# ---- block 1 ----
block_1/clock_nets.png
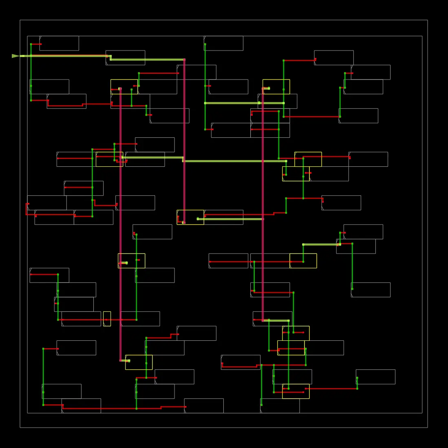
[src/rtl/game_pkg.sv]
// Shared types and constants for the game flow controller.
//   game_state_t : screen/state codes driven onto screen_sel
//   BDR..CLK     : tile codes used by the level renderer
//   COIN_MAX     : coin tally saturation value
package game_pkg;

    typedef enum logic [2:0] {
        START       = 3'd0,
        PLAY        = 3'd1,
        DEATH       = 3'd2,
        LEVEL_CLEAR = 3'd3,
        WIN         = 3'd4,
        GAME_OVER   = 3'd5,
        PAUSE       = 3'd6
    } game_state_t;

    localparam logic [2:0] BDR = 3'd0;
    localparam logic [2:0] SKY = 3'd1;
    localparam logic [2:0] BLK = 3'd2;
    localparam logic [2:0] GND = 3'd3;
    localparam logic [2:0] TKN = 3'd4;
    localparam logic [2:0] CLK = 3'd5;

    localparam logic [6:0] COIN_MAX = 7'd99;

endpackage

[src/rtl/game_flow_controller_ticker.sv]
// second_ticker: one-second prescaler.
//   vga_clock     in  clock
//   reset         in  synchronous active-high reset
//   i_run         in  count enable
//   i_clear       in  force count to zero (wins over i_run)
//   o_sec_tick_c  out combinational one-cycle pulse on the last count of a second
module second_ticker #(
    parameter int unsigned CLK_HZ = 25_000_000
) (
    input  logic vga_clock,
    input  logic reset,
    input  logic i_run,
    input  logic i_clear,
    output logic o_sec_tick_c
);

    localparam int unsigned CNT_W = (CLK_HZ > 1) ? $clog2(CLK_HZ) : 1;

    logic [CNT_W-1:0] r_cnt;
    logic             w_wrap;

    assign w_wrap = (r_cnt == CNT_W'(CLK_HZ - 1));

    // Tick is not gated by i_clear: the clear is itself derived from the tick
    assign o_sec_tick_c = i_run && w_wrap;

    always_ff @(posedge vga_clock) begin
        if (reset) begin
            r_cnt <= '0;
        end else if (i_clear) begin
            r_cnt <= '0;
        end else if (i_run) begin
            r_cnt <= w_wrap ? '0 : r_cnt + CNT_W'(1);
        end
    end

endmodule

[src/rtl/game_flow_controller.sv]
// game_flow_controller: top-level game sequencer (lives, level timer, coins,
// death / level-clear / win / game-over screens).
// Optional macro PAUSE_EN adds a PAUSE state toggled by the start button in PLAY.
//   vga_clock        in  sole clock
//   reset            in  synchronous active-high reset
//   i_start_button   in  raw push button, active-low
//   i_level_complete in  pulse: flag reached
//   i_player_died    in  pulse: enemy or pit hit
//   i_coin_touch     in  per-coin pulses
//   o_screen_sel     out current state code
//   o_level_idx      out current level (0-based)
//   o_level_enable   out high only in PLAY
//   o_level_reset    out pulse on PLAY entry (not on resume from PAUSE)
//   o_seconds_left   out remaining level time
//   o_lives          out remaining lives
//   o_coins          out coin tally, saturating
//   o_leds           out {start pressed, 000, level_idx, lives}
module game_flow_controller
    import game_pkg::*;
#(
    parameter int unsigned NUM_LEVELS   = 2,
    parameter int unsigned START_LIVES  = 3,
    parameter int unsigned LEVEL_TIME_S = 300,
    parameter int unsigned CLK_HZ       = 25_000_000,
    parameter int unsigned HOLD_S       = 3,
    parameter int unsigned NUM_COINS    = 3
) (
    input  logic                 vga_clock,
    input  logic                 reset,
    input  logic                 i_start_button,
    input  logic                 i_level_complete,
    input  logic                 i_player_died,
    input  logic [NUM_COINS-1:0] i_coin_touch,
    output logic [2:0]           o_screen_sel,
    output logic [2:0]           o_level_idx,
    output logic                 o_level_enable,
    output logic                 o_level_reset,
    output logic [8:0]           o_seconds_left,
    output logic [2:0]           o_lives,
    output logic [6:0]           o_coins,
    output logic [9:0]           o_leds
);

    localparam int unsigned HOLD_W = (HOLD_S > 1) ? $clog2(HOLD_S) : 1;

    game_state_t       r_state;
    game_state_t       w_next;
    logic [1:0]        r_sync;
    logic              r_btn_prev;
    logic [HOLD_W-1:0] r_hold;
    logic [2:0]        r_level_idx;
    logic [2:0]        r_lives;
    logic [6:0]        r_coins;
    logic [8:0]        r_seconds_left;
    logic              r_level_enable;
    logic              r_level_reset;

    logic              w_press;
    logic              w_sec_tick;
    logic              w_run;
    logic              w_clear;
    logic              w_pause_swap;
    logic              w_enter_play;
    logic              w_timeout;
    logic              w_hold_done;
    logic [7:0]        w_pop;
    logic [8:0]        w_coin_sum;
    logic [6:0]        w_coins_next;

    // Button is active-low: a press is a falling edge of the synchronised level
    assign w_press = r_btn_prev && !r_sync[1];

    assign w_run        = (r_state == PLAY) || (r_state == DEATH) || (r_state == LEVEL_CLEAR);
    assign w_pause_swap = (r_state == PAUSE) || (w_next == PAUSE);
    // Prescaler restarts on every state change except entering/leaving PAUSE
    assign w_clear      = (w_next != r_state) && !w_pause_swap;
    assign w_enter_play = (w_next == PLAY) && (r_state != PLAY) && (r_state != PAUSE);
    assign w_timeout    = w_sec_tick && (r_seconds_left == 9'd1);
    assign w_hold_done  = w_sec_tick && (r_hold == HOLD_W'(HOLD_S - 1));

    second_ticker #(
        .CLK_HZ(CLK_HZ)
    ) u_ticker (
        .vga_clock   (vga_clock),
        .reset       (reset),
        .i_run       (w_run),
        .i_clear     (w_clear),
        .o_sec_tick_c(w_sec_tick)
    );

    // Coin popcount and saturating add
    always_comb begin
        w_pop = '0;
        for (int unsigned i = 0; i < NUM_COINS; i++) begin
            w_pop = w_pop + 8'(i_coin_touch[i]);
        end
        w_coin_sum   = 9'(r_coins) + 9'(w_pop);
        w_coins_next = (w_coin_sum > 9'(COIN_MAX)) ? COIN_MAX : w_coin_sum[6:0];
    end

    // State register
    always_ff @(posedge vga_clock) begin
        if (reset) begin
            r_state <= START;
        end else begin
            r_state <= w_next;
        end
    end

    // Next-state logic
    always_comb begin
        w_next = r_state;
        case (r_state)
            START: begin
                if (w_press) w_next = PLAY;
            end
            PLAY: begin
                if (i_level_complete) begin
                    w_next = LEVEL_CLEAR;
                end else if (i_player_died || w_timeout) begin
                    w_next = DEATH;
                end
`ifdef PAUSE_EN
                else if (w_press) begin
                    w_next = PAUSE;
                end
`endif
            end
            DEATH: begin
                if (w_hold_done) w_next = (r_lives == 3'd0) ? GAME_OVER : PLAY;
            end
            LEVEL_CLEAR: begin
                if (w_hold_done) w_next = (r_level_idx == 3'(NUM_LEVELS - 1)) ? WIN : PLAY;
            end
            WIN, GAME_OVER: begin
                if (w_press) w_next = START;
            end
`ifdef PAUSE_EN
            PAUSE: begin
                if (w_press) w_next = PLAY;
            end
`endif
            default: w_next = START;
        endcase
    end

    // Game datapath and registered outputs
    always_ff @(posedge vga_clock) begin
        if (reset) begin
            r_sync         <= 2'b11;
            r_btn_prev     <= 1'b1;
            r_hold         <= '0;
            r_level_idx    <= 3'd0;
            r_lives        <= 3'(START_LIVES);
            r_coins        <= 7'd0;
            r_seconds_left <= 9'(LEVEL_TIME_S);
            r_level_enable <= 1'b0;
            r_level_reset  <= 1'b0;
        end else begin
            r_sync         <= {r_sync[0], i_start_button};
            r_btn_prev     <= r_sync[1];
            r_level_enable <= (w_next == PLAY);
            r_level_reset  <= w_enter_play;

            if (w_clear) begin
                r_hold <= '0;
            end else if (w_sec_tick && (r_state == DEATH || r_state == LEVEL_CLEAR)) begin
                r_hold <= r_hold + HOLD_W'(1);
            end

            if (w_enter_play) begin
                r_seconds_left <= 9'(LEVEL_TIME_S);
            end else if (r_state == PLAY && w_next == DEATH) begin
                r_seconds_left <= 9'd0;
            end else if (r_state == PLAY && w_sec_tick) begin
                r_seconds_left <= r_seconds_left - 9'd1;
            end

            if (r_state == START && w_next == PLAY) begin
                r_lives <= 3'(START_LIVES);
            end else if (w_next == DEATH && r_state != DEATH) begin
                r_lives <= r_lives - 3'd1;
            end

            if (r_state == START && w_next == PLAY) begin
                r_level_idx <= 3'd0;
            end else if (r_state == LEVEL_CLEAR && w_next == PLAY) begin
                r_level_idx <= r_level_idx + 3'd1;
            end

            if (r_state == START && w_next == PLAY) begin
                r_coins <= 7'd0;
            end else if (r_state == PLAY) begin
                r_coins <= w_coins_next;
            end
        end
    end

    assign o_screen_sel   = r_state;
    assign o_level_idx    = r_level_idx;
    assign o_level_enable = r_level_enable;
    assign o_level_reset  = r_level_reset;
    assign o_seconds_left = r_seconds_left;
    assign o_lives        = r_lives;
    assign o_coins        = r_coins;
    assign o_leds         = {!r_sync[1], 3'b000, r_level_idx, r_lives};

endmodule

[config.mk]
export PLATFORM = sky130hd
export DESIGN_NAME = game_flow_controller
export DESIGN_NICKNAME = d
export VERILOG_FILES = /design/src/rtl/game_pkg.sv /design/src/rtl/game_flow_controller_ticker.sv /design/src/rtl/game_flow_controller.sv
export SDC_FILE = /design/constraint.sdc
export NUM_CORES = 1
export LEC_CHECK = 0
export CORE_UTILIZATION = 57
export CTS_BUF_LIST = sky130_fd_sc_hd__clkbuf_8
export DETAILED_ROUTE_END_ITERATION = 8
export GPL_TIMING_DRIVEN = 0
export PLACE_DENSITY_LB_ADDON = 0.25
export SYNTH_ARGS = -nofsm -noshare
export SYNTH_HDL_FRONTEND = slang
export SYNTH_SLANG_ARGS = --single-unit
[constraint.sdc]
create_clock -name vga_clock -period 3.5 [get_ports vga_clock]
set_input_delay 0.525 -clock vga_clock [delete_from_list [all_inputs] [get_ports vga_clock]]
set_output_delay 0.525 -clock vga_clock [all_outputs]
set_load 0.005 [all_outputs]
==> GITHUB_STEP_SUMMARY <==
### Flow metrics

| Metric | Value |
|---|---|
| ClkCell Share | `4.41%` |
| Number of synthesized flops with an enable pin | `0` |
| Die Ht | `76.5 um` |
| Final Wtd Congestion | `0.847` |
| DIE WIDTH | `76.5 um` |
| Tally of OpenROAD warnings | `29` |
| Final setup fails | `0` |
| Setup bufs post-CTS | `0` |
| Mapped cell area | `3160 sq um` |
| CP cell instances | `clkdlybuf4s50_1, fa_1, ha_1, inv_1, fa_1, or3b_2, a21oi_1, a211oi_1, o21ai_0, and2_1, nand3_1, a31oi_1` |
| Met3 wire length | `362 um` |
| Met2 Use GR | `42.2%` |
| Avg WL per Cell | `13.4 um` |
| Reg power frac | `41.1%` |
| Worst Path Max Fanout | `6` |
| Layout cells sized above 1 | `12.1%` |
| Synth Warn # | `0` |
| MUX share of area | `0.317%` |
| Number of fill cells | `406` |
| Reg clk slew, reported paths | `60 ps` |
| CP Buf/Inv Count | `2` |
| Invs w/o clock | `19` |
| Most instantiated logic cells after routing | `nor2_1 (57), dfxtp_1 (57), clkdlybuf4s50_1 (41), nand2_1 (26), xnor2_1 (23)` |
| Hold Startpoint | `r_sync[0]$_SDFF_PP1_` |
| Core area | `5240 sq um` |
| Status | `finished clean` |
| Flip-flop count of the largest register after layout | `25` |
| Max stage delay on crit path | `540 ps` |
| Initial antenna violation count | `0` |
| Max IR drop VDD | `0.312 mV` |
| Most flop-heavy register | `u_ticker.r_cnt` |
| Number of CTS-inserted buffers | `9` |
| Initial DRC Count | `84` |
| Hold crit path type | `flop to flop` |
| Reg2reg end | `o_seconds_left[1]$_SDFFE_PP0P_` |
| # Cells Yosys | `373` |
| Seq. cell area | `1140 sq um` |
| Cell Area, Placed | `3660 sq um` |
| Reg2Reg Depth | `8` |
| Asr flop ratio synth | `0%` |
| CP max stage cell | `fa_1` |
| PortBufs | `41` |
| Met2 wire len | `3.23 mm` |
| Combinational power share | `29.8%` |
| FP Rows | `26` |
| Final Util | `73.1%` |
| Final max-slew violation count | `0` |
| P_int | `1.27 mW` |
| Hold path cells | `1` |
| Dominant combinational family | `simple AND/OR/NAND/NOR gates` |
| Non-clock buffers | `61` |
About block_1/clock_nets.png:
clk pwr: 539 uW
clk latency late pin: 340 ps
clock buffer count: 12
Flops: 57
CTS sink count: 57


# ---- block 2 ----
block_2/clock_nets.png
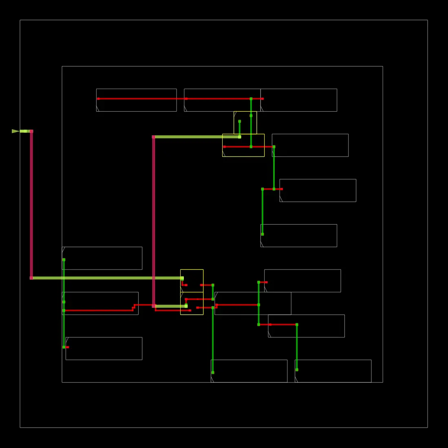
block_2/port_trees.png
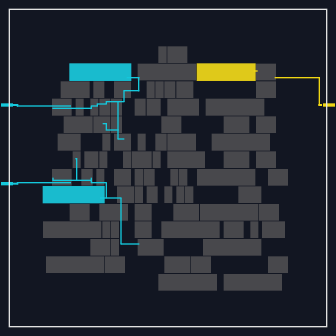
`config.mk`:
```
export PLATFORM = sky130hd
export DESIGN_NAME = demux1to4_tdm
export DESIGN_NICKNAME = d
export VERILOG_FILES = /design/src/rtl/demux_pkg.sv /design/src/rtl/demux_slot_ctr.sv /design/src/rtl/demux1to4_tdm.sv
export SDC_FILE = /design/constraint.sdc
export NUM_CORES = 1
export LEC_CHECK = 0
export CORE_MARGIN = 5
export CORE_UTILIZATION = 46
export CTS_CLUSTER_SIZE = 28
export DETAILED_ROUTE_END_ITERATION = 10
export GPL_TIMING_DRIVEN = 0
export PLACE_DENSITY = 0.75
export SLEW_MARGIN = 20
export SYNTH_ARGS = -nofsm -noshare
export SYNTH_HDL_FRONTEND = slang
export SYNTH_SLANG_ARGS = --single-unit
```
`constraint.sdc`:
```
create_clock -name clk -period 2.16 [get_ports clk]
set_input_delay 0.432 -clock clk [delete_from_list [all_inputs] [get_ports clk]]
set_output_delay 0.432 -clock clk [all_outputs]
set_load 0.1 [all_outputs]
```
`src/rtl/demux_pkg.sv`:
```
// rtl/demux_pkg.sv - shared types and constants for the 1:4 TDM demultiplexer
package demux_pkg;

  localparam int NUM_SLOTS  = 4;
  localparam int MISS_LIMIT = 2;

  typedef enum logic [0:0] {
    HUNT = 1'b0,
    LOCK = 1'b1
  } state_t;

  // Commands issued by the framing FSM to the slot/miss counter.
  typedef enum logic [2:0] {
    CTR_HOLD  = 3'd0,
    CTR_INC   = 3'd1,
    CTR_SYNC  = 3'd2,
    CTR_MISS  = 3'd3,
    CTR_CLEAR = 3'd4
  } ctr_op_t;

  function automatic logic [NUM_SLOTS-1:0] slot_onehot(input logic [1:0] s);
    return NUM_SLOTS'(1) << s;
  endfunction

endpackage

```
`src/rtl/demux_slot_ctr.sv`:
```
// rtl/demux_slot_ctr.sv - slot index and missed-frame counter driven by FSM commands
module demux_slot_ctr
  import demux_pkg::*;
(
  input  logic       clk,
  input  logic       rst,
  input  ctr_op_t    op_i,
  output logic [1:0] slot_o,
  output logic [1:0] miss_o
);

  logic [1:0] slot_q, slot_d;
  logic [1:0] miss_q, miss_d;

  always_comb begin
    slot_d = slot_q;
    miss_d = miss_q;
    unique case (op_i)
      CTR_INC: slot_d = slot_q + 2'd1;
      CTR_SYNC: begin
        slot_d = 2'd1;
        miss_d = 2'd0;
      end
      CTR_MISS: begin
        slot_d = 2'd1;
        miss_d = miss_q + 2'd1;
      end
      CTR_CLEAR: begin
        slot_d = 2'd0;
        miss_d = 2'd0;
      end
      default: ;
    endcase
  end

  always_ff @(posedge clk or posedge rst) begin
    if (rst) begin
      slot_q <= 2'd0;
      miss_q <= 2'd0;
    end else begin
      slot_q <= slot_d;
      miss_q <= miss_d;
    end
  end

  assign slot_o = slot_q;
  assign miss_o = miss_q;

endmodule

```
`src/rtl/demux1to4_tdm.sv`:
```
// rtl/demux1to4_tdm.sv - 1:4 TDM demux with frame lock; DEMUX1TO4_ERR_CNT_EN adds err_cnt
module demux1to4_tdm
  import demux_pkg::*;
#(
  parameter int W = 1
) (
  input  logic         clk,
  input  logic         rst,
  input  logic         en,
  input  logic [W-1:0] din,
  input  logic         fsync,
  output logic [W-1:0] y0,
  output logic [W-1:0] y1,
  output logic [W-1:0] y2,
  output logic [W-1:0] y3,
  output logic [3:0]   vld,
  output logic [1:0]   slot,
  output logic         locked,
  output logic         sync_err
`ifdef DEMUX1TO4_ERR_CNT_EN
  ,
  output logic [7:0]   err_cnt
`endif
);

  state_t         state_q, state_d;
  logic [W-1:0]   y_q [NUM_SLOTS];
  logic [3:0]     vld_q, vld_d;
  logic           err_q, err_d;
  logic           take;
  logic [1:0]     tgt;
  ctr_op_t        op;
  logic [1:0]     slot_w;
  logic [1:0]     miss_w;

  demux_slot_ctr u_slot_ctr (
    .clk    (clk),
    .rst    (rst),
    .op_i   (op),
    .slot_o (slot_w),
    .miss_o (miss_w)
  );

  always_comb begin
    state_d = state_q;
    take    = 1'b0;
    tgt     = 2'd0;
    err_d   = 1'b0;
    op      = CTR_HOLD;
    if (en) begin
      if (state_q == HUNT) begin
        if (fsync) begin
          take    = 1'b1;
          state_d = LOCK;
          op      = CTR_SYNC;
        end
      end else if (fsync) begin
        // An fsync away from slot 0 still realigns the frame to it.
        take  = 1'b1;
        err_d = (slot_w != 2'd0);
        op    = CTR_SYNC;
      end else if (slot_w != 2'd0) begin
        take = 1'b1;
        tgt  = slot_w;
        op   = CTR_INC;
      end else if (miss_w != 2'(MISS_LIMIT - 1)) begin
        take = 1'b1;
        op   = CTR_MISS;
      end else begin
        err_d   = 1'b1;
        state_d = HUNT;
        op      = CTR_CLEAR;
      end
    end
  end

  assign vld_d = take ? slot_onehot(tgt) : 4'd0;

  always_ff @(posedge clk or posedge rst) begin
    if (rst) begin
      state_q <= HUNT;
      vld_q   <= 4'd0;
      err_q   <= 1'b0;
      for (int k = 0; k < NUM_SLOTS; k++) y_q[k] <= '0;
    end else begin
      state_q <= state_d;
      vld_q   <= vld_d;
      err_q   <= err_d;
      if (take) y_q[tgt] <= din;
    end
  end

`ifdef DEMUX1TO4_ERR_CNT_EN
  logic [7:0] err_cnt_q;

  always_ff @(posedge clk or posedge rst) begin
    if (rst) begin
      err_cnt_q <= 8'd0;
    end else if (err_d && err_cnt_q != 8'hFF) begin
      err_cnt_q <= err_cnt_q + 8'd1;
    end
  end

  assign err_cnt = err_cnt_q;
`endif

  assign y0       = y_q[0];
  assign y1       = y_q[1];
  assign y2       = y_q[2];
  assign y3       = y_q[3];
  assign vld      = vld_q;
  assign slot     = slot_w;
  assign locked   = (state_q == LOCK);
  assign sync_err = err_q;

endmodule

```
==> GITHUB_STEP_SUMMARY <==
### Flow metrics

| Metric | Value |
|---|---|
| Hold crit path type | `input pin to async pin` |
| CP Buf/Inv Count | `1` |
| Vias per cell | `5.31` |
| CTS Buffer Depth | `2` |
| Worst Path Max Fanout | `7` |
| Critical path endpoint | `locked` |
| Seq. cell area | `353 sq um` |
| Max-area cell share | `49.8%` |
| Register share after synthesis | `49.8%` |
| Max Used Layer | `met4` |
| Yosys top cell by area | `dfrtp_1` |
| FP Rows | `14` |
| Top cells, area | `dfrtp_1 (50%), ha_1 (5.3%), nand2_1 (5.3%), mux2_1 (4.8%), nor2_1 (4.3%)` |
| Remaining antenna violation count | `0` |
| Initial DRC Count | `16` |
| Synth Warn # | `0` |
| Antenna diode count | `0` |
| DP Cell Count | `100` |
| Final max-slew violation count | `0` |
| Delay-heaviest family, CP | `buffers and inverters` |
| Worst Tran Pin Value | `958 ps` |
| WS Path Type | `flop to output port` |
| Hpwl dp | `1.01 mm` |
| Hold buffer count at cts | `0` |
| Flop share of the area | `39.3%` |
| Min Tclk post-route | `2060 ps` |
| Invs w/o clock | `5` |
| Most instantiated cells after synthesis | `dfrtp_1 (14), nand2_1 (10), nor2_1 (8)` |
| Non-filler cells in the finished layout | `104` |
| CTS sink count | `14` |
| Status | `finished clean` |
| Initial antenna violation count | `0` |
| Synthesis-to-layout area growth | `27.6%` |
| H-tree depth | `1` |
| Via count | `552` |
| Tally of OpenROAD warnings | `27` |
| Gate Area | `329 sq um` |
| Clock buffer count | `4` |
| DIE WIDTH | `49.1 um` |
| Yosys stat chip area | `703 sq um` |
| Post-layout net count | `97` |
| Distinct cells, synth | `27` |
| MI comb cells | `49` |
| Met2 wire len | `604 um` |
| Wl on met1 | `551 um` |
| CTS tree | `yes` |
| Drt pass-1 iters | `4` |
| Final Util | `61.0%` |
| Cell Area, Placed | `876 sq um` |
| Flip-flop count of the largest register after layout | `4` |
| Final WL | `1.30 mm` |
| Congestion Overflow GR | `0` |
| Most frequent cell after synthesis | `dfrtp_1` |
| Setup bufs post-CTS | `0` |
| Met3 wire length | `104 um` |
| XOR-XNOR Cells, Area Fraction | `0%` |
## Picture notes: block_2/clock_nets.png
Flops: 14
clk_skew: 4.08 ps
clk latency late pin: 280 ps
number of CTS-inserted buffers: 3

## Picture notes: block_2/port_trees.png
slot: in cyan, bits 2, direction output, edge west, end cells 2, buffers 2, wire 76.6 um. sync_err: in yellow, bits 1, direction output, edge east, end cells 1, buffers 1, wire 11.8 um.
PortBufs: 15
# IOs: 17


# ---- block 3 ----
block_3/ff_map.png
The bar under the picture is 20 um long. Other sequential cells in the stronger gray, the rest of the logic in the fainter gray.
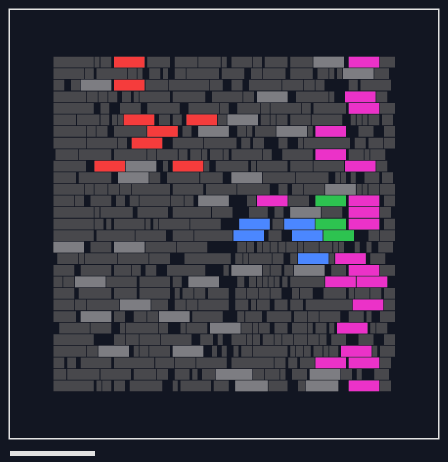
block_3/layers.png
The bar under the picture is 20 um long.
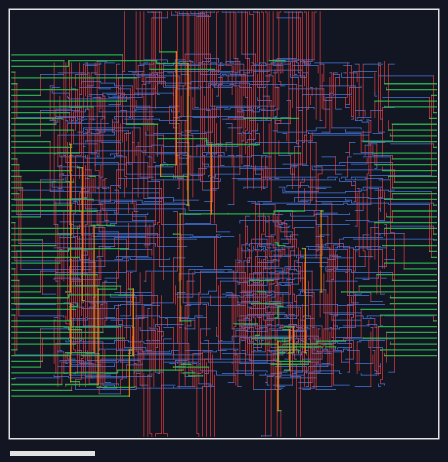
==> src/rtl/scratch_arb_pkg.sv <==
// Shared definitions for the scratch memory arbiter: port ids, FSM encoding, default widths
// and the winner-selection helper.
package scratch_arb_pkg;

  localparam logic [1:0] PORT_HIST = 2'd0;
  localparam logic [1:0] PORT_CDF  = 2'd1;
  localparam logic [1:0] PORT_DIV  = 2'd2;

  localparam int unsigned DEF_ADDR_W = 8;
  localparam int unsigned DEF_DATA_W = 20;

  typedef enum logic {
    StArb   = 1'b0,
    StOwned = 1'b1
  } arb_state_e;

  function automatic logic [1:0] next_port(input logic [1:0] p);
    return (p == PORT_DIV) ? PORT_HIST : p + 2'd1;
  endfunction

  // Returns {found, id}. Search starts at 'start'; a demoted port is only picked when it is the
  // sole requester.
  function automatic logic [2:0] pick_winner(input logic [2:0] req, input logic [1:0] start,
                                             input logic demote_en, input logic [1:0] demote_id);
    logic [2:0] res;
    logic [2:0] s;
    res = 3'b000;
    for (int i = 0; i < 3; i++) begin
      s = {1'b0, start} + 3'(i);
      if (s >= 3'd3) s = s - 3'd3;
      if (!res[2] && req[s[1:0]] && !(demote_en && s[1:0] == demote_id)) begin
        res = {1'b1, s[1:0]};
      end
    end
    if (!res[2] && demote_en && req[demote_id]) res = {1'b1, demote_id};
    return res;
  endfunction

endpackage

==> src/rtl/scratch_arb_rd_tag_pipe.sv <==
// Read-tag delay line: carries {valid, port id} of each issued read for the SRAM read latency.
module scratch_arb_rd_tag_pipe #(
  parameter int unsigned Depth = 1
) (
  input  logic       clock,
  input  logic       reset,
  input  logic       push_valid,
  input  logic [1:0] push_id,
  output logic       pop_valid,
  output logic [1:0] pop_id
);

  logic [Depth-1:0] vld_q;
  logic [1:0]       id_q [Depth];

  always_ff @(posedge clock) begin
    if (reset) begin
      vld_q <= '0;
      for (int i = 0; i < Depth; i++) id_q[i] <= 2'd0;
    end else begin
      vld_q[0] <= push_valid;
      id_q[0]  <= push_id;
      for (int i = 1; i < Depth; i++) begin
        vld_q[i] <= vld_q[i-1];
        id_q[i]  <= id_q[i-1];
      end
    end
  end

  assign pop_valid = vld_q[Depth-1];
  assign pop_id    = id_q[Depth-1];

endmodule

==> src/rtl/scratch_mem_arbiter.sv <==
// Three-port scratch SRAM arbiter with lock bursts, forced-release watchdog and read return.
// Define SCRATCH_ARB_ROUND_ROBIN_EN for round-robin; fixed priority port0 > 1 > 2 otherwise.
module scratch_mem_arbiter
  import scratch_arb_pkg::*;
#(
  parameter int unsigned ADDR_W   = DEF_ADDR_W,
  parameter int unsigned DATA_W   = DEF_DATA_W,
  parameter int unsigned RD_LAT   = 1,
  parameter int unsigned LOCK_MAX = 16
) (
  input  logic              clock,
  input  logic              reset,
  input  logic [2:0]        req,
  input  logic [2:0]        lock,
  input  logic [2:0]        we,
  input  logic [ADDR_W-1:0] addr0,
  input  logic [ADDR_W-1:0] addr1,
  input  logic [ADDR_W-1:0] addr2,
  input  logic [DATA_W-1:0] wdata0,
  input  logic [DATA_W-1:0] wdata1,
  input  logic [DATA_W-1:0] wdata2,
  output logic [2:0]        gnt,
  output logic [2:0]        rvalid,
  output logic [DATA_W-1:0] rdata,
  output logic              mem_en,
  output logic              mem_we,
  output logic [ADDR_W-1:0] mem_addr,
  output logic [DATA_W-1:0] mem_wdata,
  input  logic [DATA_W-1:0] mem_rdata,
  output logic              lock_timeout
);

  localparam int unsigned CntW = $clog2(LOCK_MAX + 1);

  arb_state_e        state_q, state_d;
  logic [1:0]        owner_q, owner_d;
  logic [CntW-1:0]   lock_cnt_q, lock_cnt_d, cnt_inc;
  logic              demote_vld_q, demote_vld_d;
  logic [1:0]        demote_id_q, demote_id_d;
  logic [ADDR_W-1:0] addr_hold_q, sel_addr;
  logic [DATA_W-1:0] wdata_hold_q, sel_wdata, rdata_q;
  logic [2:0]        rvalid_q, pick;
  logic [1:0]        win, arb_start, pop_id;
  logic              gnt_vld, arb_gnt, arb_en, pop_valid;

`ifdef SCRATCH_ARB_ROUND_ROBIN_EN
  logic [1:0] rr_ptr_q, rr_ptr_d;

  assign arb_start = rr_ptr_q;

  always_comb begin
    rr_ptr_d = rr_ptr_q;
    if (arb_gnt) rr_ptr_d = next_port(win);
    else if (state_q == StOwned && state_d == StArb) rr_ptr_d = next_port(owner_q);
  end

  always_ff @(posedge clock) begin
    if (reset) rr_ptr_q <= 2'd0;
    else       rr_ptr_q <= rr_ptr_d;
  end
`else
  assign arb_start = PORT_HIST;
`endif

  always_comb begin
    state_d      = state_q;
    owner_d      = owner_q;
    lock_cnt_d   = lock_cnt_q;
    demote_vld_d = demote_vld_q;
    demote_id_d  = demote_id_q;
    gnt_vld      = 1'b0;
    win          = PORT_HIST;
    arb_gnt      = 1'b0;
    arb_en       = 1'b0;
    lock_timeout = 1'b0;
    pick         = 3'b000;
    cnt_inc      = lock_cnt_q + CntW'(1);
    if (state_q == StOwned) begin
      if (req[owner_q]) begin
        gnt_vld    = 1'b1;
        win        = owner_q;
        lock_cnt_d = cnt_inc;
        if (!lock[owner_q] || cnt_inc >= CntW'(LOCK_MAX)) begin
          state_d    = StArb;
          lock_cnt_d = '0;
        end
        if (lock[owner_q] && cnt_inc >= CntW'(LOCK_MAX)) begin
          lock_timeout = 1'b1;
          demote_vld_d = 1'b1;
          demote_id_d  = owner_q;
        end
      end else begin
        // Owner went idle: hand the slot to the others this cycle so there is no bubble.
        state_d    = StArb;
        lock_cnt_d = '0;
        arb_en     = 1'b1;
      end
    end else begin
      arb_en = 1'b1;
    end
    if (arb_en) begin
      pick = pick_winner(req, arb_start, demote_vld_q, demote_id_q);
      if (pick[2]) begin
        gnt_vld      = 1'b1;
        win          = pick[1:0];
        arb_gnt      = 1'b1;
        demote_vld_d = 1'b0;
        if (lock[win] && LOCK_MAX > 1) begin
          state_d    = StOwned;
          owner_d    = win;
          lock_cnt_d = CntW'(1);
        end
      end
    end
    if (reset) begin
      gnt_vld      = 1'b0;
      lock_timeout = 1'b0;
    end
  end

  always_comb begin
    sel_addr  = addr0;
    sel_wdata = wdata0;
    case (win)
      PORT_HIST: begin
        sel_addr  = addr0;
        sel_wdata = wdata0;
      end
      PORT_CDF: begin
        sel_addr  = addr1;
        sel_wdata = wdata1;
      end
      PORT_DIV: begin
        sel_addr  = addr2;
        sel_wdata = wdata2;
      end
      default: ;
    endcase
  end

  assign gnt       = gnt_vld ? (3'b001 << win) : 3'b000;
  assign mem_en    = gnt_vld;
  assign mem_we    = gnt_vld & we[win];
  assign mem_addr  = gnt_vld ? sel_addr : addr_hold_q;
  assign mem_wdata = gnt_vld ? sel_wdata : wdata_hold_q;
  assign rvalid    = rvalid_q;
  assign rdata     = rdata_q;

  scratch_arb_rd_tag_pipe #(
    .Depth(RD_LAT)
  ) u_rd_tag_pipe (
    .clock     (clock),
    .reset     (reset),
    .push_valid(gnt_vld & ~we[win]),
    .push_id   (win),
    .pop_valid (pop_valid),
    .pop_id    (pop_id)
  );

  always_ff @(posedge clock) begin
    if (reset) begin
      state_q      <= StArb;
      owner_q      <= PORT_HIST;
      lock_cnt_q   <= '0;
      demote_vld_q <= 1'b0;
      demote_id_q  <= PORT_HIST;
      addr_hold_q  <= '0;
      wdata_hold_q <= '0;
      rvalid_q     <= 3'b000;
      rdata_q      <= '0;
    end else begin
      state_q      <= state_d;
      owner_q      <= owner_d;
      lock_cnt_q   <= lock_cnt_d;
      demote_vld_q <= demote_vld_d;
      demote_id_q  <= demote_id_d;
      if (gnt_vld) begin
        addr_hold_q  <= mem_addr;
        wdata_hold_q <= mem_wdata;
      end
      rvalid_q <= pop_valid ? (3'b001 << pop_id) : 3'b000;
      if (pop_valid) rdata_q <= mem_rdata;
    end
  end

endmodule

==> config.mk <==
export PLATFORM = sky130hd
export DESIGN_NAME = scratch_mem_arbiter
export DESIGN_NICKNAME = d
export VERILOG_FILES = /design/src/rtl/scratch_arb_pkg.sv /design/src/rtl/scratch_arb_rd_tag_pipe.sv /design/src/rtl/scratch_mem_arbiter.sv
export SDC_FILE = /design/constraint.sdc
export NUM_CORES = 1
export LEC_CHECK = 0
export CORE_MARGIN = 10
export CORE_UTILIZATION = 50
export DETAILED_ROUTE_END_ITERATION = 10
export DONT_BUFFER_PORTS = 1
export PLACE_DENSITY = 0.78
export RECOVER_POWER = 25
export SETUP_SLACK_MARGIN = 0.15
export SYNTH_ARGS = -nofsm -noshare
export SYNTH_HDL_FRONTEND = slang
export SYNTH_SLANG_ARGS = --single-unit
==> constraint.sdc <==
create_clock -name clock -period 2.41 [get_ports clock]
set_input_delay 0.241 -clock clock [delete_from_list [all_inputs] [get_ports clock]]
set_output_delay 0.241 -clock clock [all_outputs]
set_load 0.1 [all_outputs]
==> GITHUB_STEP_SUMMARY <==
### Flow metrics

| Metric | Value |
|---|---|
| Status | `finished with violations` |
| Failing checks | `setup timing` |
| Number of CTS-inserted buffers | `9` |
| Yosys top cell by area | `dfxtp_1` |
| Avg Inst Size Synth | `8.84 sq um` |
| Top Usage Layer GRT | `met2` |
| DIE WIDTH | `101 um` |
| Max Used Layer | `met4` |
| Pwr Total | `4.19 mW` |
| Top pwr grp | `combinational logic` |
| Top cells, area | `dfxtp_1 (40%), nor2b_1 (11%), mux2i_1 (8.3%), a221oi_1 (7.8%), o31ai_1 (6.5%)` |
| Initial DRC Count | `157` |
| AO/OA Area Share | `18.9%` |
| Reg power frac | `28.2%` |
| Number of fill cells | `279` |
| Final setup fails | `37` |
| Final worst setup slack | `-565 ps` |
| Hold Crit Endpoint | `rdata[15]$_SDFFE_PP0P_` |
| Post-layout net count | `574` |
| Antenna diode count | `0` |
| Combinational power share | `43.9%` |
| Pwr Density | `737 nW/um^2` |
| Nature of the critical path startpoint | `flop` |
| CP max stage cell | `dfxtp_4` |
| Slew HR | `1.49%` |
| Clk latency late pin | `350 ps` |
| Yosys stat chip area | `3250 sq um` |
| Hold path cells | `2` |
| Drt pass-1 iters | `6` |
## Picture notes: block_3/ff_map.png
rdata: in magenta, flops 20. lock_cnt_q: in blue, flops 5. addr_hold_q: in red, flops 8. rvalid: in green, flops 3.
flop share of the area: 23.0%
Final Util: 89.6%
Sequential Power: 1.18 mW
Seq. cell area: 1310 sq um

## Picture notes: block_3/layers.png
M3: in green, wire length 1610 um. M2: in red, wire length 6660 um. M4: in orange, wire length 343 um. M1: in blue, wire length 4510 um.
GRT Resource Usage Total: 22.1%
final WL: 13.1 mm
Avg WL per Cell: 24.4 um


# ---- block 4 ----
block_4/port_trees.png
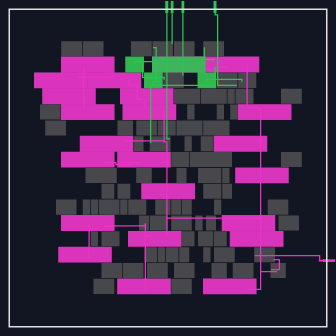
block_4/sizing.png
The bar under the picture is 20 um long.
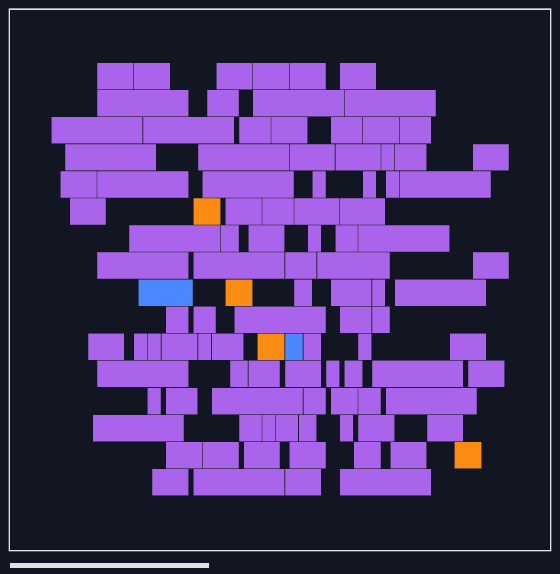
block_4/clock_nets.png
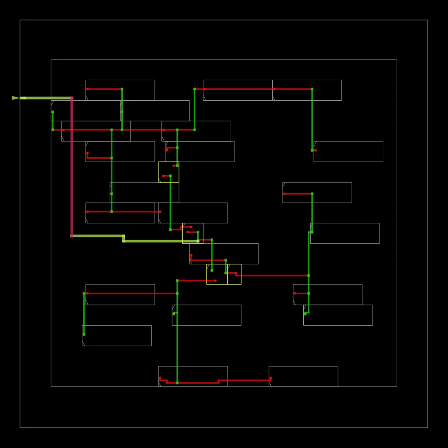
## config.mk

```make
export PLATFORM = sky130hd
export DESIGN_NAME = gray_ptr_sync_flat
export DESIGN_NICKNAME = d
export VERILOG_FILES = /design/src/rtl/gray_ptr_sync_if.sv /design/src/rtl/gray_ptr_sync.sv /design/src/flat_wrapper.sv
export SDC_FILE = /design/constraint.sdc
export NUM_CORES = 1
export LEC_CHECK = 0
export CORE_MARGIN = 4
export CORE_UTILIZATION = 47
export CTS_CLUSTER_SIZE = 28
export DETAILED_ROUTE_END_ITERATION = 8
export PLACE_DENSITY = 0.78
export SYNTH_ARGS = -nofsm -noshare
export SYNTH_HDL_FRONTEND = slang
export SYNTH_SLANG_ARGS = --single-unit
```

## constraint.sdc

```tcl
create_clock -name clk -period 2.7 [get_ports clk]
set_input_delay 0.27 -clock clk [delete_from_list [all_inputs] [get_ports clk]]
set_output_delay 0.27 -clock clk [all_outputs]
set_load 0.02 [all_outputs]
```

## src/rtl/gray_ptr_sync_if.sv

```systemverilog
// Bundle of the Gray pointer synchroniser signals. The master side drives the foreign-domain
// pointer and the error clear; the slave side returns the synchronised views and status.
interface gray_ptr_sync_if #(
    parameter int unsigned WIDTH     = 4,
    parameter int unsigned ERR_CNT_W = 8
);
    logic [WIDTH-1:0]     async_gray;
    logic                 err_clr;
    logic [WIDTH-1:0]     sync_gray;
    logic [WIDTH-1:0]     sync_bin;
    logic                 ptr_changed;
    logic                 hop_err;
    logic                 err_sticky;
    logic [ERR_CNT_W-1:0] err_cnt;

    modport master (
        output async_gray, err_clr,
        input  sync_gray, sync_bin, ptr_changed, hop_err, err_sticky, err_cnt
    );

    modport slave (
        input  async_gray, err_clr,
        output sync_gray, sync_bin, ptr_changed, hop_err, err_sticky, err_cnt
    );
endinterface

```

## src/rtl/gray_ptr_sync.sv

```systemverilog
// Multi-stage synchroniser for a Gray-coded FIFO pointer with Gray-to-binary conversion,
// change strobe and a checker that flags any synchronised update of more than one bit.
module gray_ptr_sync #(
    parameter int unsigned WIDTH     = 4,
    parameter int unsigned STAGES    = 2,
    parameter bit          CHECK_EN  = 1'b1,
    parameter int unsigned ERR_CNT_W = 8
) (
    input logic            clk,
    input logic            nrst,
    gray_ptr_sync_if.slave bus
);
    localparam logic [ERR_CNT_W-1:0] CntMax = {ERR_CNT_W{1'b1}};

    logic [WIDTH-1:0]     sync_q [STAGES];
    logic [WIDTH-1:0]     hold_q;
    logic [WIDTH-1:0]     diff;
    logic [WIDTH-1:0]     bin;
    logic                 changed_q;
    logic                 hop_q;
    logic                 hop_d;
    logic                 sticky_q;
    logic                 sticky_d;
    logic [ERR_CNT_W-1:0] cnt_q;
    logic [ERR_CNT_W-1:0] cnt_d;

    always_ff @(posedge clk or negedge nrst) begin
        if (!nrst) begin
            for (int i = 0; i < STAGES; i++) sync_q[i] <= '0;
            hold_q    <= '0;
            changed_q <= 1'b0;
            hop_q     <= 1'b0;
            sticky_q  <= 1'b0;
            cnt_q     <= '0;
        end else begin
            sync_q[0] <= bus.async_gray;
            for (int i = 1; i < STAGES; i++) sync_q[i] <= sync_q[i-1];
            hold_q    <= sync_q[STAGES-1];
            changed_q <= |diff;
            hop_q     <= hop_d;
            sticky_q  <= sticky_d;
            cnt_q     <= cnt_d;
        end
    end

    assign diff  = sync_q[STAGES-1] ^ hold_q;
    assign hop_d = CHECK_EN && ($countones(diff) > 1);

    // Clear first, then record a coincident error, so a simultaneous clear never loses it.
    always_comb begin
        sticky_d = bus.err_clr ? 1'b0 : sticky_q;
        cnt_d    = bus.err_clr ? '0 : cnt_q;
        if (hop_d) begin
            sticky_d = 1'b1;
            if (cnt_d != CntMax) cnt_d = cnt_d + 1'b1;
        end
    end

    always_comb begin
        bin = '0;
        for (int i = 0; i < WIDTH; i++) bin[i] = ^(sync_q[STAGES-1] >> i);
    end

    assign bus.sync_gray   = sync_q[STAGES-1];
    assign bus.sync_bin    = bin;
    assign bus.ptr_changed = changed_q;
    assign bus.hop_err     = hop_q;
    assign bus.err_sticky  = sticky_q;
    assign bus.err_cnt     = cnt_q;
endmodule

```

## src/flat_wrapper.sv

```systemverilog
// flat-port wrapper written by rule: the top's interface ports become plain ports
module gray_ptr_sync_flat 
#(
    parameter int unsigned WIDTH     = 4,
    parameter int unsigned STAGES    = 2,
    parameter bit          CHECK_EN  = 1'b1,
    parameter int unsigned ERR_CNT_W = 8
)
  (clk, nrst, bus_async_gray, bus_err_clr, bus_sync_gray, bus_sync_bin, bus_ptr_changed, bus_hop_err, bus_err_sticky, bus_err_cnt);
  gray_ptr_sync_if #(.WIDTH(WIDTH), .ERR_CNT_W(ERR_CNT_W)) bus_i ();
  input logic clk;
  input logic nrst;
  input wire logic [$bits(bus_i.async_gray)-1:0] bus_async_gray;
  input wire logic [$bits(bus_i.err_clr)-1:0] bus_err_clr;
  output wire logic [$bits(bus_i.sync_gray)-1:0] bus_sync_gray;
  output wire logic [$bits(bus_i.sync_bin)-1:0] bus_sync_bin;
  output wire logic [$bits(bus_i.ptr_changed)-1:0] bus_ptr_changed;
  output wire logic [$bits(bus_i.hop_err)-1:0] bus_hop_err;
  output wire logic [$bits(bus_i.err_sticky)-1:0] bus_err_sticky;
  output wire logic [$bits(bus_i.err_cnt)-1:0] bus_err_cnt;
  assign bus_i.async_gray = bus_async_gray;
  assign bus_i.err_clr = bus_err_clr;
  assign bus_sync_gray = bus_i.sync_gray;
  assign bus_sync_bin = bus_i.sync_bin;
  assign bus_ptr_changed = bus_i.ptr_changed;
  assign bus_hop_err = bus_i.hop_err;
  assign bus_err_sticky = bus_i.err_sticky;
  assign bus_err_cnt = bus_i.err_cnt;
  gray_ptr_sync #(.WIDTH(WIDTH), .STAGES(STAGES), .CHECK_EN(CHECK_EN), .ERR_CNT_W(ERR_CNT_W)) u_core (.clk(clk), .nrst(nrst), .bus(bus_i));
endmodule
```

==> GITHUB_STEP_SUMMARY <==
### Flow metrics

| Metric | Value |
|---|---|
| Status | `finished clean` |
| FP Rows | `16` |
| MUX share of area | `0%` |
| Met1 usage | `14.5%` |
| # Cells Yosys | `81` |
| Met3 wire length | `57 um` |
| Global-route wire length before repair | `2.77 mm` |
| Post-Syn Nets | `93` |
| Congestion Overflow GR | `0` |
| Pin count of the biggest net entering global routing | `24` |
| Die Ht | `54.2 um` |
| Final Hold Viols | `0` |
| XOR-XNOR Cells, Area Fraction | `6.10%` |
| Avg WL per Cell | `13.1 um` |
| Register share after synthesis | `57.3%` |
| Worst Tran Pin Value | `315 ps` |
| Synth Instances | `81` |
| CP max stage cell | `fa_1` |
| F_max | `408 MHz` |
| Core area | `2000 sq um` |
| DP Cell Count | `127` |
| Top cells, area | `dfrtp_1 (57%), ha_1 (5.0%), buf_4 (3.7%), xor2_1 (3.5%), xnor2_1 (2.6%)` |
| Final setup fails | `0` |
Notes on block_4/port_trees.png above:
bus_sync_bin: in green, bits 4, direction output, edge north, end cells 4, buffers 4, wire 108 um. nrst: in magenta, bits 1, direction input, edge east, end cells 23, buffers 2, wire 166 um.
# IOs: 26
PortBufs: 25

Notes on block_4/sizing.png above:
x3 and x4: in orange, cells 4, most used clkbuf_4. x1 and smaller: in purple, cells 98, most used clkdlybuf4s50_1. x2: in blue, cells 2.
post-route cell area: 1260 sq um
final worst setup slack: 248 ps

Notes on block_4/clock_nets.png above:
CTS sink count: 23
clk pwr: 152 uW
Flops: 23
clk_skew: 5.02 ps
clock buffer count: 3


# ---- block 5 ----
block_5/clock_nets.png
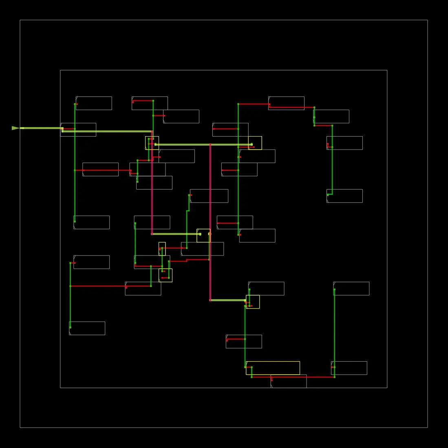
block_5/sizing.png
The bar under the picture is 20 um long.
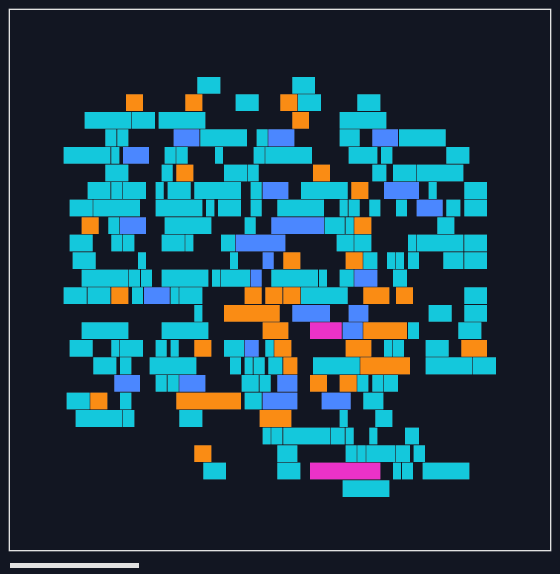
--- config.mk ---
export PLATFORM = sky130hd
export DESIGN_NAME = fifo_burst_reader_flat
export DESIGN_NICKNAME = d
export VERILOG_FILES = /design/src/rtl/fifo_burst_reader_if.sv /design/src/rtl/fifo_burst_reader.sv /design/src/flat_wrapper.sv
export SDC_FILE = /design/constraint.sdc
export NUM_CORES = 1
export LEC_CHECK = 0
export ABC_AREA = 0
export CAP_MARGIN = 0
export CORE_MARGIN = 8
export CORE_UTILIZATION = 35
export CTS_BUF_LIST = sky130_fd_sc_hd__clkbuf_4
export DETAILED_ROUTE_END_ITERATION = 8
export GPL_ROUTABILITY_DRIVEN = 0
export GPL_TIMING_DRIVEN = 0
export SYNTH_ARGS = -nofsm -noshare
export SYNTH_HDL_FRONTEND = slang
export SYNTH_SLANG_ARGS = --single-unit
--- constraint.sdc ---
create_clock -name rclk -period 2.9 [get_ports rclk]
set_clock_uncertainty 0.05 [all_clocks]
set_input_delay 0.58 -clock rclk [delete_from_list [all_inputs] [get_ports rclk]]
set_output_delay 0.58 -clock rclk [all_outputs]
set_load 0.01 [all_outputs]
--- src/rtl/fifo_burst_reader_if.sv ---
// Handshake bundle between the FIFO read port, the burst reader and the downstream consumer.
// The reader holds the master modport; the FIFO/consumer side holds the slave modport.
interface fifo_burst_reader_if #(
  parameter int unsigned WIDTH = 8
);
  logic             empty;
  logic [5:0]       gauge;
  logic [WIDTH-1:0] rdata;
  logic             ren;
  logic [WIDTH-1:0] dout;
  logic             dvalid;
  logic             dready;
  logic             busy;
  logic [5:0]       rd_count;

  modport master (
    input  empty, gauge, rdata, dready,
    output ren, dout, dvalid, busy, rd_count
  );

  modport slave (
    output empty, gauge, rdata, dready,
    input  ren, dout, dvalid, busy, rd_count
  );
endinterface

--- src/rtl/fifo_burst_reader.sv ---
// Read-side drain stage: pops the async FIFO in bursts (or after a partial-fill timeout) and
// presents words on valid/ready through a 2-entry buffer that hides the FIFO read latency.
module fifo_burst_reader #(
  parameter int unsigned WIDTH   = 8,
  parameter int unsigned BURST   = 8,
  parameter int unsigned TIMEOUT = 16
) (
  input logic                 rclk,
  input logic                 rst,
  fifo_burst_reader_if.master bus
);

  localparam int unsigned     TimerW   = (TIMEOUT > 1) ? $clog2(TIMEOUT) : 1;
  localparam logic [TimerW-1:0] TimerMax = TimerW'(TIMEOUT - 1);
  localparam logic [5:0]      BurstLen = 6'(BURST);

  typedef enum logic {StIdle, StDrain} state_e;

  state_e            state_q, state_d;
  logic [TimerW-1:0] timer_q, timer_d;
  logic [5:0]        rd_count_q, rd_count_d;
  logic              inflight_q;
  logic [1:0]        buf_cnt_q, buf_cnt_d;
  logic [WIDTH-1:0]  buf_q [2];
  logic [WIDTH-1:0]  buf_d [2];

  logic pop;
  logic room;
  logic ren;

  // The pop credit lets a read issue into a slot that is being vacated this very cycle.
  always_comb begin
    pop  = (buf_cnt_q != 2'd0) && bus.dready;
    room = (({1'b0, buf_cnt_q} + {2'b00, inflight_q}) - {2'b00, pop}) < 3'd2;
    ren  = (state_q == StDrain) && !bus.empty && room;
  end

  always_comb begin
    state_d    = state_q;
    timer_d    = timer_q;
    rd_count_d = rd_count_q;
    case (state_q)
      StIdle: begin
        if ((bus.gauge >= BurstLen) || (!bus.empty && (timer_q == TimerMax))) begin
          state_d = StDrain;
          timer_d = '0;
        end else if (bus.empty) begin
          timer_d = '0;
        end else if (timer_q != TimerMax) begin
          timer_d = timer_q + TimerW'(1);
        end
      end
      StDrain: begin
        // Empty also covers the unexpected case of entering with nothing to read.
        if ((ren && ((rd_count_q + 6'd1) == BurstLen)) || bus.empty) begin
          state_d    = StIdle;
          rd_count_d = '0;
          timer_d    = '0;
        end else if (ren) begin
          rd_count_d = rd_count_q + 6'd1;
        end
      end
    endcase
  end

  always_comb begin
    buf_d[0]  = buf_q[0];
    buf_d[1]  = buf_q[1];
    buf_cnt_d = buf_cnt_q;
    if (pop) begin
      buf_d[0]  = buf_q[1];
      buf_cnt_d = buf_cnt_q - 2'd1;
    end
    // Capture lands behind whatever survives the pop; room guarantees a free slot.
    if (inflight_q) begin
      buf_d[buf_cnt_d[0]] = bus.rdata;
      buf_cnt_d           = buf_cnt_d + 2'd1;
    end
  end

  always_ff @(posedge rclk) begin
    if (rst) begin
      state_q    <= StIdle;
      timer_q    <= '0;
      rd_count_q <= '0;
      inflight_q <= 1'b0;
      buf_cnt_q  <= '0;
      buf_q[0]   <= '0;
      buf_q[1]   <= '0;
    end else begin
      state_q    <= state_d;
      timer_q    <= timer_d;
      rd_count_q <= rd_count_d;
      inflight_q <= ren;
      buf_cnt_q  <= buf_cnt_d;
      buf_q[0]   <= buf_d[0];
      buf_q[1]   <= buf_d[1];
    end
  end

  assign bus.ren      = ren;
  assign bus.dout     = buf_q[0];
  assign bus.dvalid   = (buf_cnt_q != 2'd0);
  assign bus.busy     = (state_q == StDrain);
  assign bus.rd_count = rd_count_q;

endmodule
--- src/flat_wrapper.sv ---
// flat-port wrapper written by rule: the top's interface ports become plain ports
module fifo_burst_reader_flat 
#(
  parameter int unsigned WIDTH   = 8,
  parameter int unsigned BURST   = 8,
  parameter int unsigned TIMEOUT = 16
)
  (rclk, rst, bus_empty, bus_gauge, bus_rdata, bus_dready, bus_ren, bus_dout, bus_dvalid, bus_busy, bus_rd_count);
  fifo_burst_reader_if #(.WIDTH(WIDTH)) bus_i ();
  input logic rclk;
  input logic rst;
  input wire logic [$bits(bus_i.empty)-1:0] bus_empty;
  input wire logic [$bits(bus_i.gauge)-1:0] bus_gauge;
  input wire logic [$bits(bus_i.rdata)-1:0] bus_rdata;
  input wire logic [$bits(bus_i.dready)-1:0] bus_dready;
  output wire logic [$bits(bus_i.ren)-1:0] bus_ren;
  output wire logic [$bits(bus_i.dout)-1:0] bus_dout;
  output wire logic [$bits(bus_i.dvalid)-1:0] bus_dvalid;
  output wire logic [$bits(bus_i.busy)-1:0] bus_busy;
  output wire logic [$bits(bus_i.rd_count)-1:0] bus_rd_count;
  assign bus_i.empty = bus_empty;
  assign bus_i.gauge = bus_gauge;
  assign bus_i.rdata = bus_rdata;
  assign bus_i.dready = bus_dready;
  assign bus_ren = bus_i.ren;
  assign bus_dout = bus_i.dout;
  assign bus_dvalid = bus_i.dvalid;
  assign bus_busy = bus_i.busy;
  assign bus_rd_count = bus_i.rd_count;
  fifo_burst_reader #(.WIDTH(WIDTH), .BURST(BURST), .TIMEOUT(TIMEOUT)) u_core (.rclk(rclk), .rst(rst), .bus(bus_i));
endmodule
==> GITHUB_STEP_SUMMARY <==
### Flow metrics

| Metric | Value |
|---|---|
| Fp util | `36.6%` |
| Status | `finished clean` |
| Avg WL per Cell | `13.5 um` |
| Worst Path Max Fanout | `3` |
| Antenna diode count | `0` |
| Basic Gates by Area | `23.5%` |
| Adder Area Share | `4.36%` |
| Core area | `4380 sq um` |
| Main synth FF type | `dfxtp_1` |
| Most instantiated logic cells after routing | `clkdlybuf4s50_1 (29), dfxtp_1 (28), nor3_1 (18), buf_4 (17), a21oi_1 (13)` |
| Most frequent cell after synthesis | `dfxtp_1` |
| Seq. cell area | `606 sq um` |
| MI comb cells | `121` |
| Gate Area | `920 sq um` |
| Top cells, area | `dfxtp_1 (37%), mux2_2 (7.0%), nor3_1 (5.6%), mux2i_1 (5.0%), buf_4 (4.2%)` |
| Number of CTS-inserted buffers | `5` |
| Min Hold Slack | `454 ps` |
| Pwr Density | `728 nW/um^2` |
| Most numerous logic cell after layout | `clkdlybuf4s50_1` |
| DRC viols | `0` |
| Remaining antenna violation count | `0` |
| Top pwr grp | `combinational logic` |
| Via count | `1345` |
| Delay-heaviest family, CP | `adder cells` |
| Nature of the critical path startpoint | `flop` |
| DIE WIDTH | `83.8 um` |
| Sequential Power | `486 uW` |
| FP Rows | `24` |
| Slew HR | `59.9%` |
| Synth Instances | `172` |
| Top Usage Layer GRT | `met2` |
| WS Path Type | `flop to output port` |
| CP startpoint | `u_core.buf_cnt_q[0]$_SDFF_PP0_` |
| CTS tree | `yes` |
| GR Layer Usage met3 | `4.00%` |
| Psw | `530 uW` |
| Comb power | `762 uW` |
| CP Buf/Inv Count | `2` |
| ClkCell Share | `3.32%` |
| Final WL | `3.62 mm` |
| Met3 wire length | `190 um` |
| Reg-to-reg critical path startpoint | `u_core.buf_cnt_q[0]$_SDFF_PP0_` |
| Yosys stat chip area | `1610 sq um` |
| Buffering overhead | `21.1%` |
| Maxcap violations | `0` |
| P_int | `1.04 mW` |
| Die Ht | `83.8 um` |
| Pwr Total | `1.57 mW` |
## Picture notes: block_5/clock_nets.png
clock buffer count: 5
CTS sink count: 30
Flops: 30
clk latency late pin: 330 ps
clk pwr: 318 uW

## Picture notes: block_5/sizing.png
x6 and larger: in magenta, cells 2. x1 and smaller: in cyan, cells 160, most used clkdlybuf4s50_1. x3 and x4: in orange, cells 32, most used buf_4. x2: in blue, cells 23, most used mux2_2.
Non-clock buffers: 51
synthesis-to-layout area growth: 33.7%



==> notes/layouts.md <==
Pictures saved along the way, in no particular order.

Wiring by layer.
picture 1
The bar under the picture is 20 um long.
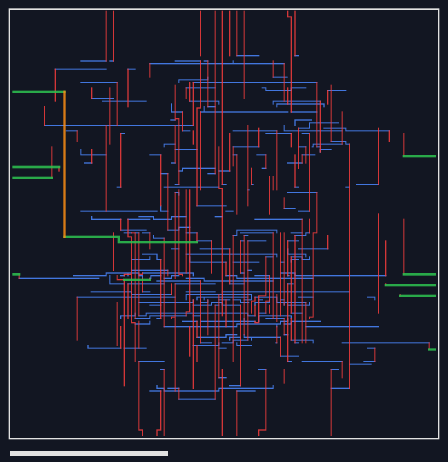
picture 2
The bar under the picture is 20 um long.
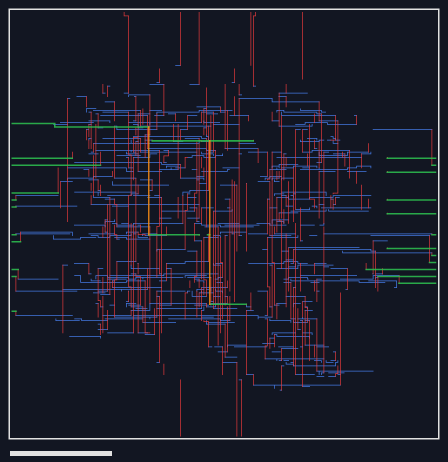
picture 3
The bar under the picture is 10 um long.
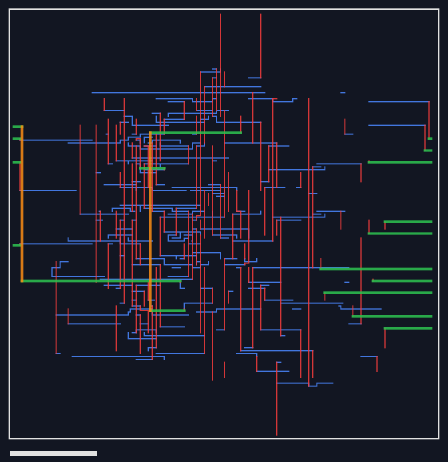
picture 4
The bar under the picture is 20 um long.
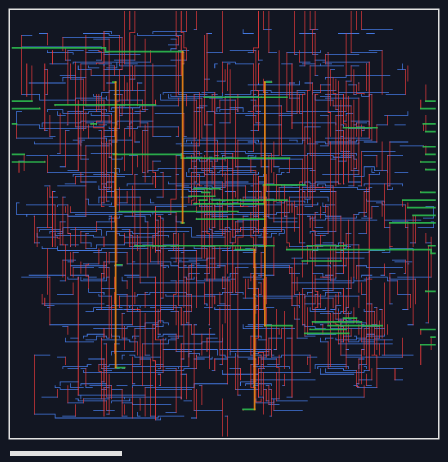
picture 1 -> block 4
picture 4 -> block 1
picture 2 -> block 5
picture 3 -> block 2
Of these, largest die: picture 2
Of these, most wire: picture 4

Key to picture 4:
M4: in orange, wire length 154 um. M2: in red, wire length 3230 um. M1: in blue, wire length 2950 um. M3: in green, wire length 362 um.

Power is estimated from default activity; no workload was simulated.
